==================== ble_usb_frame_buffer
ble_usb_frame_buffer/met3.png
(1 px per um)
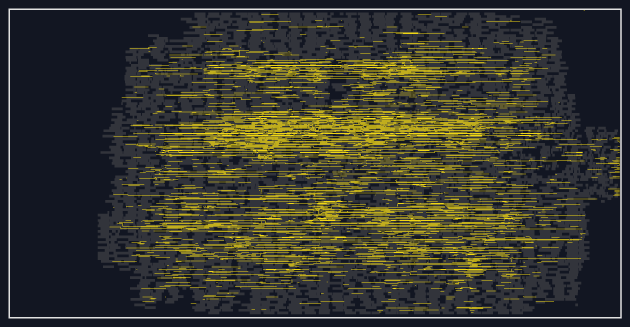
ble_usb_frame_buffer/final_clocks.png
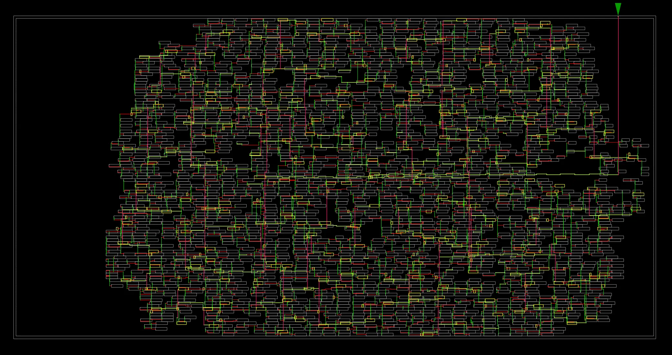
ble_usb_frame_buffer/wire_density.png
31 x 15 tiles, from dark purple (low) to yellow (high), scaled to the fullest tile. Values are wire area over tile area, all layers added.
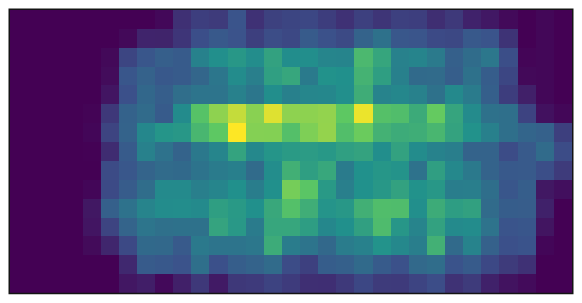
<file path="src/rtl/ble_usb_frame_buffer.sv">
// Frame-atomic byte buffer between the BLE packet analyzer and the USB TX side.
// Frames are written into a circular RAM and only become readable once complete;
// frames that do not fit are discarded whole by rewinding the write pointer.
module ble_usb_frame_buffer #(
  parameter int unsigned DEPTH = 256,
  parameter int unsigned CNT_W = 16
) (
  input  logic             clk_i,
  input  logic             rst_i,
  input  logic [7:0]       data_i,
  input  logic             valid_i,
  input  logic             frame_i,
  output logic [7:0]       data_o,
  output logic             valid_o,
  output logic             last_o,
  input  logic             ready_i,
  output logic [CNT_W-1:0] drop_cnt_o
);

  localparam int unsigned AW = $clog2(DEPTH);
  localparam int unsigned PW = AW + 1;

  typedef enum logic [1:0] {
    S_IDLE,
    S_RECV,
    S_SKIP
  } state_e;

  state_e           state_q, state_d;
  logic             frame_q;
  logic             first_q;
  logic [7:0]       pend_q, pend_d;
  logic             pend_valid_q, pend_valid_d;
  logic             drop_flag_q, drop_flag_d;
  logic [PW-1:0]    wr_ptr_q, wr_ptr_d;
  logic [PW-1:0]    commit_q, commit_d;
  logic [PW-1:0]    commit_vis_q;
  logic [PW-1:0]    rd_ptr_q, rd_ptr_d;
  logic [CNT_W-1:0] drop_cnt_q, drop_cnt_d;
  logic [8:0]       dout_q, dout_d;
  logic             valid_q, valid_d;

  logic [8:0]       ram_q [DEPTH];
  logic             mem_we;
  logic [8:0]       mem_wdata;

  logic [PW-1:0]    used;
  logic             full;
  logic             rd_go;

  assign used = wr_ptr_q - rd_ptr_q;
  assign full = (used == PW'(DEPTH));

  // Input FSM: stage one byte so the final byte can be tagged last at frame end
  always_comb begin
    state_d      = state_q;
    pend_d       = pend_q;
    pend_valid_d = pend_valid_q;
    drop_flag_d  = drop_flag_q;
    wr_ptr_d     = wr_ptr_q;
    commit_d     = commit_q;
    drop_cnt_d   = drop_cnt_q;
    mem_we       = 1'b0;
    mem_wdata    = '0;
    case (state_q)
      S_IDLE: begin
        // A frame already high in the first post-reset cycle is skipped whole
        if (first_q && frame_i) begin
          state_d = S_SKIP;
        end else if (!frame_q && frame_i) begin
          state_d      = S_RECV;
          drop_flag_d  = 1'b0;
          pend_valid_d = 1'b0;
        end
      end
      S_RECV: begin
        if (!frame_i) begin
          state_d      = S_IDLE;
          pend_valid_d = 1'b0;
          if (pend_valid_q) begin
            if (!full && !drop_flag_q) begin
              mem_we    = 1'b1;
              mem_wdata = {1'b1, pend_q};
              wr_ptr_d  = wr_ptr_q + PW'(1);
              commit_d  = wr_ptr_q + PW'(1);
            end else begin
              wr_ptr_d = commit_q;
              if (drop_cnt_q != '1) begin
                drop_cnt_d = drop_cnt_q + CNT_W'(1);
              end
            end
          end
        end else if (valid_i) begin
          if (pend_valid_q) begin
            if (full || drop_flag_q) begin
              drop_flag_d = 1'b1;
            end else begin
              mem_we    = 1'b1;
              mem_wdata = {1'b0, pend_q};
              wr_ptr_d  = wr_ptr_q + PW'(1);
            end
          end
          pend_d       = data_i;
          pend_valid_d = 1'b1;
        end
      end
      S_SKIP: begin
        if (!frame_i) begin
          state_d = S_IDLE;
        end
      end
      default: state_d = S_IDLE;
    endcase
  end

  // Output stage: refill from RAM when empty or being consumed
  always_comb begin
    rd_go    = (rd_ptr_q != commit_vis_q) && (!valid_q || ready_i);
    rd_ptr_d = rd_ptr_q;
    dout_d   = dout_q;
    valid_d  = valid_q;
    if (rd_go) begin
      dout_d   = ram_q[rd_ptr_q[AW-1:0]];
      valid_d  = 1'b1;
      rd_ptr_d = rd_ptr_q + PW'(1);
    end else if (ready_i) begin
      valid_d = 1'b0;
    end
  end

  // Frame storage; no reset needed, visibility is governed by the pointers
  always_ff @(posedge clk_i) begin
    if (mem_we) begin
      ram_q[wr_ptr_q[AW-1:0]] <= mem_wdata;
    end
  end

  // State and pointer registers; the reader sees commit one cycle late,
  // which yields the two-cycle end-of-frame-to-valid latency
  always_ff @(posedge clk_i) begin
    if (rst_i) begin
      state_q      <= S_IDLE;
      frame_q      <= 1'b0;
      first_q      <= 1'b1;
      pend_q       <= '0;
      pend_valid_q <= 1'b0;
      drop_flag_q  <= 1'b0;
      wr_ptr_q     <= '0;
      commit_q     <= '0;
      commit_vis_q <= '0;
      rd_ptr_q     <= '0;
      drop_cnt_q   <= '0;
      dout_q       <= '0;
      valid_q      <= 1'b0;
    end else begin
      state_q      <= state_d;
      frame_q      <= frame_i;
      first_q      <= 1'b0;
      pend_q       <= pend_d;
      pend_valid_q <= pend_valid_d;
      drop_flag_q  <= drop_flag_d;
      wr_ptr_q     <= wr_ptr_d;
      commit_q     <= commit_d;
      commit_vis_q <= commit_q;
      rd_ptr_q     <= rd_ptr_d;
      drop_cnt_q   <= drop_cnt_d;
      dout_q       <= dout_d;
      valid_q      <= valid_d;
    end
  end

  assign data_o     = dout_q[7:0];
  assign last_o     = dout_q[8];
  assign valid_o    = valid_q;
  assign drop_cnt_o = drop_cnt_q;

endmodule

</file>
<file path="config.mk">
export PLATFORM = sky130hd
export DESIGN_NAME = ble_usb_frame_buffer
export DESIGN_NICKNAME = d
export VERILOG_FILES = /design/src/rtl/ble_usb_frame_buffer.sv
export SDC_FILE = /design/constraint.sdc
export NUM_CORES = 2
export LEC_CHECK = 0
export ABC_CLOCK_PERIOD_IN_PS = 8600
export CAP_MARGIN = 20
export CORE_ASPECT_RATIO = 0.5
export CORE_MARGIN = 2
export CORE_UTILIZATION = 51
export DETAILED_ROUTE_END_ITERATION = 10
export PLACE_DENSITY = 0.72
export SLEW_MARGIN = 10
export SYNTH_ARGS = -nofsm -noshare
export SYNTH_HDL_FRONTEND = slang
export SYNTH_SLANG_ARGS = --single-unit
export TNS_END_PERCENT = 1
</file>
<file path="constraint.sdc">
create_clock -name clk_i -period 8.6 [get_ports clk_i]
set_input_delay 1.72 -clock clk_i [delete_from_list [all_inputs] [get_ports clk_i]]
set_output_delay 1.72 -clock clk_i [all_outputs]
set_load 0.01 [all_outputs]
</file>
==> impl_metrics.yaml <==
# physical design summary
run_status:
  status: "complete, no violations"
finish:
  seq_share_pct: 68.5
  drive_gt1_share_pct: 19.7
  postLayoutCoreUtil_pct: 56.5
  final_cell_mix: "edfxtp_1 (2304), mux4_2 (516), nor2_1 (356)"
timing:
  worst_pin_slew_ps: 1310
  finalMaxSlewViolations: 0
  tns_ps: 0
logic_synthesis:
  ys_seq_share_pct: 75.5
  synth-simple-area-share_pct: 3.53
  synth-xor-area-share_pct: 0.234
  synth_cell_type_count: 81
  ys_warn_count: 0
  yosys.area.top_type: "edfxtp_1"
  synth-async-reset-ratio_pct: 0
setup_path:
  endpoint: "dout_q[6]$_SDFFE_PP0P_"
  cp_slowest_cell: "o2111ai_1"
  reg2reg_depth: 9
  cp-end-kind: "register"
  path_cells: "buf_12 -> buf_4 -> mux4_2 -> a22o_1 -> o21ai_0 -> o2111ai_1 -> nor3_1 -> or4_1 -> o21ai_0"
  worst_setup_path_start_kind: "register"
global_route:
  grt_overflow: 0
worst_hold_path:
  whs_endpoint: "commit_vis_q[7]$_SDFF_PP0_"
clocking:
  cts_resized: 0
  holdBufCountCts: 0
  cts_setup_buffers: 0
routing:
  first_pass_iters: 6
placed_design:
  placed_cells: 7023
floorplan:
  die_width_um: 610
Notes on ble_usb_frame_buffer/met3.png above:
main direction	horizontal
share of all routed wire	15%
wire length on this layer	41.2 mm
longest straight run	185 um
GR Layer Usage met3: 11.5%
total number of vias: 50.7k

Notes on ble_usb_frame_buffer/final_clocks.png above:
Clk Latency, worst-skew pair: 870 ps
Fin Clk Skew: 78.9 ps
clock sink total: 2380
flip-flops: 2380
clk_buf instances: 249

Notes on ble_usb_frame_buffer/wire_density.png above:
fullest tile	0.85
mean over tiles	0.25
densest ninth of the die	centre
nearly empty tiles	22%
Post-Route WL: 268 mm
WL per Instance: 36.2 um
total track usage: 28.4%

where the power goes:
part           switching (mW)  internal (mW)
logic                    1.24           1.02
clock network            4.11           5.13
registers              0.0667           12.5
total                    5.41           18.7
through the flow:
| stage | cell area (sq um) | hold WS (ps) |
|---|---|---|
| finish | 103000 | 486 |
| global route | 103000 | 501 |
| CTS | 103000 | 486 |
| detailed placement | 96700 | 473 |
| global placement | 96700 | 474 |
| floorplan | 93700 | 455 |
flip-flops by register name, summed over array words and instances (netlist names):
register and cells:
drop_cnt_o 16, state_q 2, frame_q 1, commit_vis_q 9, pend_q 8, first_q 1, drop_flag_q 1, wr_ptr_q 9
ram_q 2304, rd_ptr_q 9, commit_q 9, pend_valid_q 1, valid_o 1, dout_q 9
critical path, delay by kind of cell, from the launching register on:
family | cells | cell delay, ps
buf+inv | 2 | 1340
simple gates | 2 | 840
compound gates | 4 | 1460
flops | 1 | 680
mux | 1 | 590
routing by layer:
layer	vias up	global-route usage, %	share of wire (%)
met5	-	0.536	0.065
met1	26300	39.2	37
li1	19600	-	-
met3	604	11.5	15
met2	4207	40.5	43
met4	16	10.9	4.3

==================== maze_read_arbiter
[src/rtl/maze_pkg.sv]
// Shared types and constants for the maze read arbiter: cell encoding, requester ids,
// arbiter state encoding and the read tag carried alongside each outstanding read.
package maze_pkg;

    localparam logic FLOOR = 1'b0;
    localparam logic WALL  = 1'b1;

    localparam logic REQ_DISP = 1'b0;
    localparam logic REQ_PLYR = 1'b1;

    localparam int unsigned DEF_WIDTH  = 30;
    localparam int unsigned DEF_HEIGHT = 40;
    localparam int unsigned DEF_ADDR_W = 11;
    localparam int unsigned SEED_W     = 11;

    typedef enum logic [2:0] {
        StIdle,
        StGenPulse,
        StGenClear,
        StGenWait,
        StServe
    } arb_state_e;

    typedef struct packed {
        logic valid;
        logic id;
        logic oob;
    } rd_tag_t;

endpackage

[src/rtl/maze_tag_pipe.sv]
// Fixed-depth shift register of read tags; each tag emerges DEPTH cycles after it is pushed.
// A synchronous flush empties every stage.
module maze_tag_pipe
    import maze_pkg::*;
#(
    parameter int unsigned DEPTH = 4
) (
    input  logic    clock,
    input  logic    reset,
    input  logic    flush,
    input  rd_tag_t push,
    output rd_tag_t tail
);

    rd_tag_t [DEPTH-1:0] pipe_q;

    always_ff @(posedge clock or negedge reset) begin
        if (!reset) begin
            pipe_q <= '0;
        end else if (flush) begin
            pipe_q <= '0;
        end else begin
            pipe_q <= {pipe_q[DEPTH-2:0], push};
        end
    end

    assign tail = pipe_q[DEPTH-1];

endmodule

[src/rtl/maze_read_arbiter.sv]
// Sequences maze generation, then shares the single maze read port between the display
// renderer and the player collision checker, routing each returned cell bit to its requester.
module maze_read_arbiter
    import maze_pkg::*;
#(
    parameter int unsigned WIDTH        = DEF_WIDTH,
    parameter int unsigned HEIGHT       = DEF_HEIGHT,
    parameter int unsigned ADDR_W       = DEF_ADDR_W,
    parameter int unsigned READ_LAT     = 2,
    parameter int unsigned STARVE_LIMIT = 4
) (
    input  logic              clock,
    input  logic              reset,
    input  logic              start_game,
    input  logic [SEED_W-1:0] seed_in,
    output logic [SEED_W-1:0] seed_out,
    output logic              gen_start,
    input  logic              gen_end,
    output logic              maze_ready,
    output logic [ADDR_W-1:0] maze_address,
    input  logic              maze_data,
    input  logic              disp_req,
    input  logic [5:0]        disp_x,
    input  logic [5:0]        disp_y,
    output logic              disp_grant,
    output logic              disp_valid,
    output logic              disp_data,
    input  logic              plyr_req,
    input  logic [5:0]        plyr_x,
    input  logic [5:0]        plyr_y,
    output logic              plyr_grant,
    output logic              plyr_valid,
    output logic              plyr_data
);

    localparam int unsigned CNT_W      = $clog2(STARVE_LIMIT + 1);
    localparam int unsigned PIPE_DEPTH = READ_LAT + 2;

    arb_state_e        state_q, state_d;
    logic [SEED_W-1:0] seed_q, seed_d;
    logic [CNT_W-1:0]  deny_q, deny_d;
    logic [ADDR_W-1:0] addr_q;
    logic              data_q;

    logic              serve, accept, plyr_wins, any_grant;
    logic              gnt_id, gnt_oob, resp_data, flush;
    logic [5:0]        gnt_x, gnt_y;
    logic [ADDR_W-1:0] gnt_addr;
    rd_tag_t           push_tag, tail_tag;

    always_comb begin
        state_d = state_q;
        seed_d  = seed_q;
        unique case (state_q)
            StIdle: begin
                if (start_game) begin
                    seed_d  = seed_in;
                    state_d = StGenPulse;
                end
            end
            StGenPulse: state_d = StGenClear;
            // gen_end may still be high from the previous maze; wait for it to drop first
            StGenClear: if (!gen_end) state_d = StGenWait;
            StGenWait:  if (gen_end) state_d = StServe;
            StServe: begin
                if (start_game) begin
                    seed_d  = seed_in;
                    state_d = StGenPulse;
                end
            end
            default: state_d = StIdle;
        endcase
    end

    assign serve      = (state_q == StServe);
    assign accept     = serve && !start_game;
    assign plyr_wins  = plyr_req && (!disp_req || (deny_q == CNT_W'(STARVE_LIMIT)));
    assign plyr_grant = accept && plyr_wins;
    assign disp_grant = accept && disp_req && !plyr_wins;
    assign any_grant  = disp_grant || plyr_grant;

    always_comb begin
        deny_d = deny_q;
        if (!plyr_req || plyr_grant) begin
            deny_d = '0;
        end else if (disp_grant) begin
            deny_d = deny_q + 1'b1;
        end
    end

    assign gnt_id   = plyr_grant ? REQ_PLYR : REQ_DISP;
    assign gnt_x    = plyr_grant ? plyr_x : disp_x;
    assign gnt_y    = plyr_grant ? plyr_y : disp_y;
    assign gnt_oob  = (32'(gnt_x) >= WIDTH) || (32'(gnt_y) >= HEIGHT);
    assign gnt_addr = ADDR_W'(WIDTH) * ADDR_W'(gnt_y) + ADDR_W'(gnt_x);

    assign push_tag = '{valid: any_grant, id: gnt_id, oob: gnt_oob};
    // Kill in-flight reads on leaving SERVE so no stale cell reaches a requester
    assign flush    = !serve || start_game;

    always_ff @(posedge clock or negedge reset) begin
        if (!reset) begin
            state_q <= StIdle;
            seed_q  <= '0;
            deny_q  <= '0;
            addr_q  <= '0;
            data_q  <= 1'b0;
        end else begin
            state_q <= state_d;
            seed_q  <= seed_d;
            deny_q  <= deny_d;
            data_q  <= maze_data;
            if (any_grant && !gnt_oob) begin
                addr_q <= gnt_addr;
            end
        end
    end

    maze_tag_pipe #(
        .DEPTH(PIPE_DEPTH)
    ) u_tag_pipe (
        .clock(clock),
        .reset(reset),
        .flush(flush),
        .push (push_tag),
        .tail (tail_tag)
    );

    // data_q holds the cell read for the address issued READ_LAT+1 cycles earlier
    assign resp_data    = tail_tag.oob ? WALL : data_q;
    assign disp_valid   = tail_tag.valid && (tail_tag.id == REQ_DISP);
    assign plyr_valid   = tail_tag.valid && (tail_tag.id == REQ_PLYR);
    assign disp_data    = disp_valid && resp_data;
    assign plyr_data    = plyr_valid && resp_data;

    assign seed_out     = seed_q;
    assign gen_start    = (state_q == StGenPulse);
    assign maze_ready   = serve;
    assign maze_address = addr_q;

endmodule

[config.mk]
export PLATFORM = sky130hd
export DESIGN_NAME = maze_read_arbiter
export DESIGN_NICKNAME = d
export VERILOG_FILES = /design/src/rtl/maze_pkg.sv /design/src/rtl/maze_tag_pipe.sv /design/src/rtl/maze_read_arbiter.sv
export SDC_FILE = /design/constraint.sdc
export NUM_CORES = 1
export LEC_CHECK = 0
export CORE_MARGIN = 4
export CORE_UTILIZATION = 44
export DETAILED_ROUTE_END_ITERATION = 12
export PLACE_DENSITY = 0.76
export SYNTH_ARGS = -nofsm -noshare
export SYNTH_HDL_FRONTEND = slang
export SYNTH_SLANG_ARGS = --single-unit
[constraint.sdc]
create_clock -name clock -period 5.01 [get_ports clock]
set_input_delay 0.501 -clock clock [delete_from_list [all_inputs] [get_ports clock]]
set_output_delay 0.501 -clock clock [all_outputs]
set_load 0.01 [all_outputs]
maze_read_arbiter/drive_strength.png
(3 px per um)
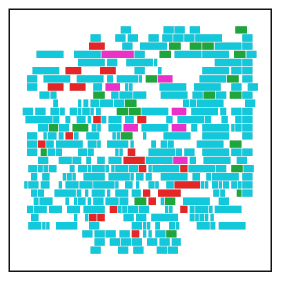
colour	size	cells
magenta	drive 6 and up	7
cyan	drive 1 or less	291
red	drive 3 to 4	22
green	drive 2	24
post-route cell area: 3730 sq um
final worst setup slack: 301 ps

maze_read_arbiter/wire_density.png
(4 px per um) 17 x 17 tiles, from dark purple (low) to yellow (high), scaled to the fullest tile. Values are wire area over tile area, all layers added.
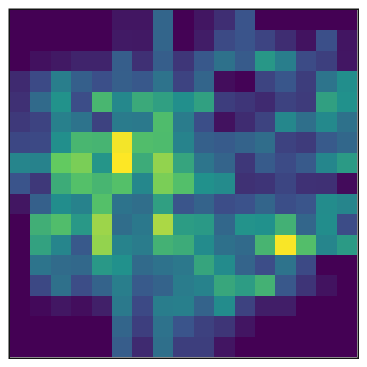
nearly empty tiles	18%
fullest tile	0.41
tiles over half the peak	18%
mean over tiles	0.12
total number of vias: 2132
total track usage: 16.7%

==> impl_metrics.yaml <==
# physical design summary
run_status:
  status: "complete, no violations"
timing:
  whs_ps: 327
  tns_ps: 0
  max_freq_mhz: 212
  worst_pin_slew_ps: 878
  hold_violations: 0
logic_synthesis:
  ys_warn_count: 0
  yosys.area.top_type: "dfrtp_1"
  topCombFamilyByArea: "adder cells"
floorplan:
  ios: 72
  dieArea_sq_um: 7540
clocking:
  cts_resized: 0
finish:
  syn_to_final_growth_pct: 36.3
  drive_gt1_share_pct: 15.4
pwr:
  power_density_nw_per_um2: 399
  p_int_mw: 0.995
routing:
  drc: 0
setup_path:
  reg2reg_depth: 16
  cp-end-kind: "register"
global_route:
  antenna_found_initial: 0
  grt_pass1_wl_mm: 9.93
placed_design:
  place_ws_ps: -21.0
  portBuffers: 71
[final cells by class]
type / count / share of cell area, %
Sequential cell: 41 / 27.5
Tap cell: 75 / 2.52
Clock inverter: 1 / 0.805
Inverter: 33 / 3.32
Multi-Input combinational cell: 178 / 42.0
Clock buffer: 7 / 2.32
Timing Repair Buffer: 84 / 21.5
[flip-flops by register name, indices dropped and copies added, names as in the netlist]
signal / count
deny_q: 3
u_tag_pipe.tail: 3
data_q: 1
seed_out: 11
state_q: 3
u_tag_pipe.pipe_q: 9
maze_address: 11
[routing by layer]
layer	wire [um]	GRT usage, %	up-vias	part of all wire [%]
li1	-	-	1057	-
met1	2590	20.8	1020	44
met4	48	3.82	0	0.81
met3	294	3.60	7	5.0
met2	2980	29.3	48	50
met5	0	0	-	0
[critical path: stages]
cell	delay, ps
clkdlybuf4s50_1	490
or4b_1	630
o31ai_4	220
o21a_1	180
xnor2_1	150
ha_1	310
fa_1	530
inv_1	60
fa_1	500
inv_1	40
ha_1	290
buf_4	150
o21ai_0	80
a21boi_0	140
o21a_1	230
a31o_2	250
a31oi_1	160

==================== circle_engine_flat
circle_engine_flat/met3.png
(3 px per um)
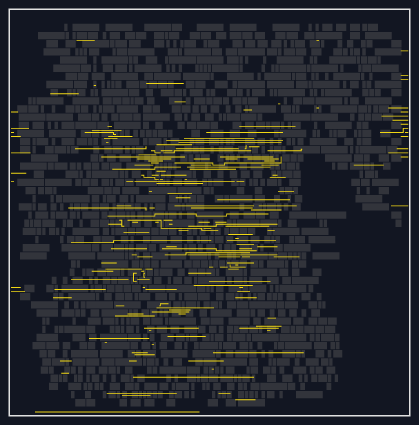
circle_engine_flat/drive_strength.png
(2 px per um)
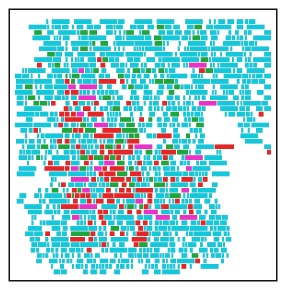
File: config.mk
export PLATFORM = sky130hd
export DESIGN_NAME = circle_engine_flat
export DESIGN_NICKNAME = d
export VERILOG_FILES = /design/src/rtl/circle_engine_if.sv /design/src/rtl/circle_engine.sv /design/src/flat_wrapper.sv
export SDC_FILE = /design/constraint.sdc
export NUM_CORES = 1
export LEC_CHECK = 0
export CAP_MARGIN = 20
export CORE_AREA = 2 2 131 133
export CTS_CLUSTER_DIAMETER = 120
export DETAILED_ROUTE_END_ITERATION = 6
export DIE_AREA = 0 0 133 135
export PLACE_DENSITY = 0.77
export SLEW_MARGIN = 20
export SYNTH_ARGS = -nofsm -noshare
export SYNTH_HDL_FRONTEND = slang
export SYNTH_SLANG_ARGS = --single-unit
File: constraint.sdc
create_clock -name clk -period 6.1 [get_ports clk]
set_input_delay 1.525 -clock clk [delete_from_list [all_inputs] [get_ports clk]]
set_output_delay 1.525 -clock clk [all_outputs]
set_load 0.05 [all_outputs]
File: src/rtl/circle_engine_if.sv
// rtl/circle_engine_if.sv - request/response and pixel-stream bundle for circle_engine
interface circle_engine_if #(
    parameter int X_W = 8,
    parameter int Y_W = 7,
    parameter int R_W = 8
);
    logic           start;
    logic [X_W-1:0] centre_x;
    logic [Y_W-1:0] centre_y;
    logic [R_W-1:0] radius;
    logic [2:0]     colour;
    logic [7:0]     octant_mask;
    logic           done;
    logic [X_W-1:0] vga_x;
    logic [Y_W-1:0] vga_y;
    logic [2:0]     vga_colour;
    logic           vga_plot;
    logic [15:0]    pixel_count;

    modport master (
        output start, centre_x, centre_y, radius, colour, octant_mask,
        input  done, vga_x, vga_y, vga_colour, vga_plot, pixel_count
    );

    modport slave (
        input  start, centre_x, centre_y, radius, colour, octant_mask,
        output done, vga_x, vga_y, vga_colour, vga_plot, pixel_count
    );
endinterface

File: src/rtl/circle_engine.sv
// rtl/circle_engine.sv - midpoint circle rasteriser with octant mask, clipping and plot counter
module circle_engine #(
    parameter int X_W      = 8,
    parameter int Y_W      = 7,
    parameter int SCREEN_W = 160,
    parameter int SCREEN_H = 120,
    parameter int R_W      = 8
) (
    input  logic           clk,
    input  logic           rst,
    circle_engine_if.slave bus
);
    // Signed working width for coordinates; crit gets two extra bits of headroom
    localparam int W  = ((X_W > R_W) ? X_W : R_W) + 2;
    localparam int CW = W + 2;
    localparam logic signed [W-1:0] SCR_W = W'(SCREEN_W);
    localparam logic signed [W-1:0] SCR_H = W'(SCREEN_H);

    typedef enum logic [1:0] {IDLE, INIT, PLOT, DONE} state_t;
    state_t state, state_nxt;

    // Draw parameters latched when start is accepted
    logic [X_W-1:0]       cx, cx_nxt;
    logic [Y_W-1:0]       cy, cy_nxt;
    logic [2:0]           col, col_nxt;
    logic [7:0]           mask, mask_nxt;

    // Midpoint iteration state; slot is the octant currently on the outputs
    logic signed [W-1:0]  ox, ox_nxt, oy, oy_nxt;
    logic signed [CW-1:0] crit, crit_nxt;
    logic [2:0]           slot, slot_nxt;

    // Registered outputs
    logic                 done_r, done_nxt;
    logic                 plot_r, plot_nxt;
    logic [X_W-1:0]       x_r, x_nxt;
    logic [Y_W-1:0]       y_r, y_nxt;
    logic [2:0]           vcol_r, vcol_nxt;
    logic [15:0]          count_r, count_nxt;

    // Pixel about to be presented: which slot and which (ox, oy) pair to use
    logic                 emit;
    logic [2:0]           p_slot;
    logic signed [W-1:0]  p_ox, p_oy, dx, dy, px, py;
    logic signed [W-1:0]  oy_inc, ox_dec;
    logic signed [CW-1:0] oy_inc_c, ox_dec_c;

    assign oy_inc   = oy + W'(1);
    assign ox_dec   = ox - W'(1);
    assign oy_inc_c = CW'(oy_inc);
    assign ox_dec_c = CW'(ox_dec);

    assign bus.done        = done_r;
    assign bus.vga_plot    = plot_r;
    assign bus.vga_x       = x_r;
    assign bus.vga_y       = y_r;
    assign bus.vga_colour  = vcol_r;
    assign bus.pixel_count = count_r;

    // Next-state, iteration update and next pixel selection
    always_comb begin
        state_nxt = state;
        cx_nxt    = cx;
        cy_nxt    = cy;
        col_nxt   = col;
        mask_nxt  = mask;
        ox_nxt    = ox;
        oy_nxt    = oy;
        crit_nxt  = crit;
        slot_nxt  = slot;
        done_nxt  = 1'b0;
        plot_nxt  = 1'b0;
        x_nxt     = x_r;
        y_nxt     = y_r;
        vcol_nxt  = vcol_r;
        count_nxt = count_r;
        emit      = 1'b0;
        p_slot    = 3'd0;
        p_ox      = ox;
        p_oy      = oy;

        if (plot_r && count_r != 16'hFFFF) begin
            count_nxt = count_r + 16'd1;
        end

        case (state)
            IDLE: begin
                if (bus.start) begin
                    state_nxt = INIT;
                    cx_nxt    = bus.centre_x;
                    cy_nxt    = bus.centre_y;
                    col_nxt   = bus.colour;
                    mask_nxt  = bus.octant_mask;
                    ox_nxt    = $signed({{(W-R_W){1'b0}}, bus.radius});
                    oy_nxt    = '0;
                    crit_nxt  = CW'(1) - $signed({{(CW-R_W){1'b0}}, bus.radius});
                    slot_nxt  = 3'd0;
                    count_nxt = '0;
                end
            end
            INIT: begin
                state_nxt = PLOT;
                emit      = 1'b1;
            end
            PLOT: begin
                if (slot != 3'd7) begin
                    slot_nxt = slot + 3'd1;
                    p_slot   = slot + 3'd1;
                    emit     = 1'b1;
                end else begin
                    oy_nxt = oy_inc;
                    if (crit[CW-1] || crit == '0) begin
                        crit_nxt = crit + (oy_inc_c <<< 1) + CW'(1);
                    end else begin
                        ox_nxt   = ox_dec;
                        crit_nxt = crit + ((oy_inc_c - ox_dec_c) <<< 1) + CW'(1);
                    end
                    if (oy_inc <= ox_nxt) begin
                        slot_nxt = 3'd0;
                        p_ox     = ox_nxt;
                        p_oy     = oy_inc;
                        emit     = 1'b1;
                    end else begin
                        state_nxt = DONE;
                        done_nxt  = 1'b1;
                    end
                end
            end
            DONE: begin
                if (bus.start) begin
                    done_nxt = 1'b1;
                end else begin
                    state_nxt = IDLE;
                end
            end
            default: state_nxt = IDLE;
        endcase

        case (p_slot)
            3'd0:    begin dx =  p_ox; dy =  p_oy; end
            3'd1:    begin dx =  p_oy; dy =  p_ox; end
            3'd2:    begin dx = -p_oy; dy =  p_ox; end
            3'd3:    begin dx = -p_ox; dy =  p_oy; end
            3'd4:    begin dx = -p_ox; dy = -p_oy; end
            3'd5:    begin dx = -p_oy; dy = -p_ox; end
            3'd6:    begin dx =  p_oy; dy = -p_ox; end
            default: begin dx =  p_ox; dy = -p_oy; end
        endcase
        px = $signed({{(W-X_W){1'b0}}, cx}) + dx;
        py = $signed({{(W-Y_W){1'b0}}, cy}) + dy;

        if (emit) begin
            x_nxt    = px[X_W-1:0];
            y_nxt    = py[Y_W-1:0];
            vcol_nxt = col;
            plot_nxt = mask[p_slot] && !px[W-1] && (px < SCR_W)
                                    && !py[W-1] && (py < SCR_H);
        end
    end

    // State register
    always_ff @(posedge clk or posedge rst) begin
        if (rst) begin
            state <= IDLE;
        end else begin
            state <= state_nxt;
        end
    end

    // Datapath and registered outputs
    always_ff @(posedge clk or posedge rst) begin
        if (rst) begin
            cx      <= '0;
            cy      <= '0;
            col     <= '0;
            mask    <= '0;
            ox      <= '0;
            oy      <= '0;
            crit    <= '0;
            slot    <= '0;
            done_r  <= 1'b0;
            plot_r  <= 1'b0;
            x_r     <= '0;
            y_r     <= '0;
            vcol_r  <= '0;
            count_r <= '0;
        end else begin
            cx      <= cx_nxt;
            cy      <= cy_nxt;
            col     <= col_nxt;
            mask    <= mask_nxt;
            ox      <= ox_nxt;
            oy      <= oy_nxt;
            crit    <= crit_nxt;
            slot    <= slot_nxt;
            done_r  <= done_nxt;
            plot_r  <= plot_nxt;
            x_r     <= x_nxt;
            y_r     <= y_nxt;
            vcol_r  <= vcol_nxt;
            count_r <= count_nxt;
        end
    end
endmodule

File: src/flat_wrapper.sv
// flat-port wrapper written by rule: the top's interface ports become plain ports
module circle_engine_flat 
#(
    parameter int X_W      = 8,
    parameter int Y_W      = 7,
    parameter int SCREEN_W = 160,
    parameter int SCREEN_H = 120,
    parameter int R_W      = 8
)
  (clk, rst, bus_start, bus_centre_x, bus_centre_y, bus_radius, bus_colour, bus_octant_mask, bus_done, bus_vga_x, bus_vga_y, bus_vga_colour, bus_vga_plot, bus_pixel_count);
  circle_engine_if #(.X_W(X_W), .Y_W(Y_W), .R_W(R_W)) bus_i ();
  input  logic clk;
  input  logic rst;
  input wire logic [$bits(bus_i.start)-1:0] bus_start;
  input wire logic [$bits(bus_i.centre_x)-1:0] bus_centre_x;
  input wire logic [$bits(bus_i.centre_y)-1:0] bus_centre_y;
  input wire logic [$bits(bus_i.radius)-1:0] bus_radius;
  input wire logic [$bits(bus_i.colour)-1:0] bus_colour;
  input wire logic [$bits(bus_i.octant_mask)-1:0] bus_octant_mask;
  output wire logic [$bits(bus_i.done)-1:0] bus_done;
  output wire logic [$bits(bus_i.vga_x)-1:0] bus_vga_x;
  output wire logic [$bits(bus_i.vga_y)-1:0] bus_vga_y;
  output wire logic [$bits(bus_i.vga_colour)-1:0] bus_vga_colour;
  output wire logic [$bits(bus_i.vga_plot)-1:0] bus_vga_plot;
  output wire logic [$bits(bus_i.pixel_count)-1:0] bus_pixel_count;
  assign bus_i.start = bus_start;
  assign bus_i.centre_x = bus_centre_x;
  assign bus_i.centre_y = bus_centre_y;
  assign bus_i.radius = bus_radius;
  assign bus_i.colour = bus_colour;
  assign bus_i.octant_mask = bus_octant_mask;
  assign bus_done = bus_i.done;
  assign bus_vga_x = bus_i.vga_x;
  assign bus_vga_y = bus_i.vga_y;
  assign bus_vga_colour = bus_i.vga_colour;
  assign bus_vga_plot = bus_i.vga_plot;
  assign bus_pixel_count = bus_i.pixel_count;
  circle_engine #(.X_W(X_W), .Y_W(Y_W), .SCREEN_W(SCREEN_W), .SCREEN_H(SCREEN_H), .R_W(R_W)) u_core (.clk(clk), .rst(rst), .bus(bus_i));
endmodule
==> impl_metrics.yaml <==
# physical design summary
logic_synthesis:
  synth-async-reset-ratio_pct: 100
  ys_seq_share_pct: 28.3
  ys.flops: 99
  synthMuxAreaShare_pct: 4.94
run_status:
  failed_checks: "setup timing"
  status: "finished, violations left"
timing:
  finalSetupViolCount: 1
  max_slew_margin_pct: 29.9
  finalMaxSlewViolations: 0
  setup_ws_ps: -26.7
floorplan:
  dieArea_sq_um: 18000
  rows: 47
placed_design:
  dp_hpwl_mm: 18.2
clocking:
  clock-sinks: 99
  holdBufCountCts: 0
  cts_tree: "built"
  cts_buffers: 9
routing:
  avgRoutedWirePerCell_um: 17.7
finish:
  largestClassByArea: "combinational gates"
  drive_gt1_share_pct: 18.7
pwr:
  p_total_mw: 1.29
  p_clk_mw: 0.593
setup_path:
  cp.depth: 31
  path_buffers: 2
About circle_engine_flat/met3.png:
wire length on this layer	1750 um
longest straight run	54.5 um
share of all routed wire	7.0%
nets with wire on the layer	137
main direction	horizontal
Post-Route WL: 24.9 mm
total number of vias: 8298
GR Layer Usage met3: 3.04%

About circle_engine_flat/drive_strength.png:
colour	size	cells
red	drive 3 to 4	120
magenta	drive 6 and up	23
green	drive 2	80
cyan	drive 1 or less	968
post-route cell area: 10900 sq um
Non-clk bufs: 170
final worst setup slack: -26.7 ps

-- worst min-delay path by stage --
stage / endpoint / slack (ps) / cells after the start / from
after floorplan: u_core.col[0]$_DFFE_PP0P_ / 440 / 2 / u_core.col[0]$_DFFE_PP0P_
after global placement: u_core.col[2]$_DFFE_PP0P_ / 450 / 2 / u_core.col[2]$_DFFE_PP0P_
after detailed placement: u_core.mask[3]$_DFFE_PP0P_ / 470 / 2 / u_core.mask[3]$_DFFE_PP0P_
after CTS: u_core.col[2]$_DFFE_PP0P_ / 490 / 2 / u_core.col[2]$_DFFE_PP0P_
after global routing: u_core.col[2]$_DFFE_PP0P_ / 510 / 2 / u_core.col[2]$_DFFE_PP0P_
final: u_core.col[2]$_DFFE_PP0P_ / 480 / 2 / u_core.col[2]$_DFFE_PP0P_
-- routing by layer --
metal / GRT usage (%) / vias to the layer above
li1: - / 3967
met4: 8.90 / 0
met3: 3.04 / 52
met5: 0 / -
met2: 45.7 / 319
met1: 38.5 / 3960


## Gallery

Placement by cell class.
panel A
(4 px per um)
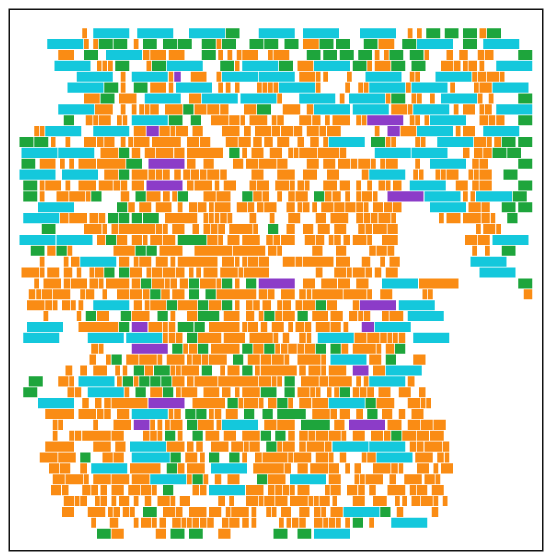
panel B
(1 px per um)
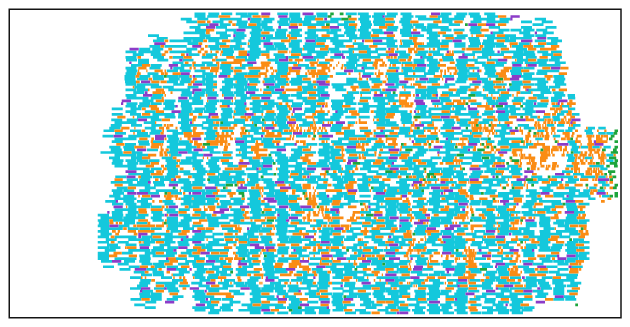
panel C
(6 px per um)
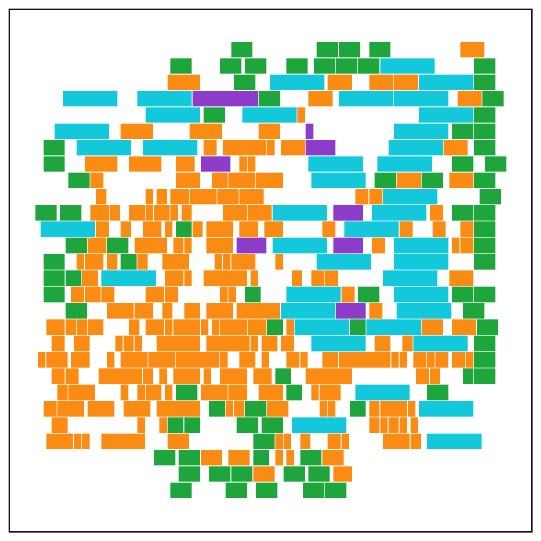
circle_engine_flat: panel A
maze_read_arbiter: panel C
ble_usb_frame_buffer: panel B
- most sequential cells: panel B

Power and IR drop assume default switching activity.
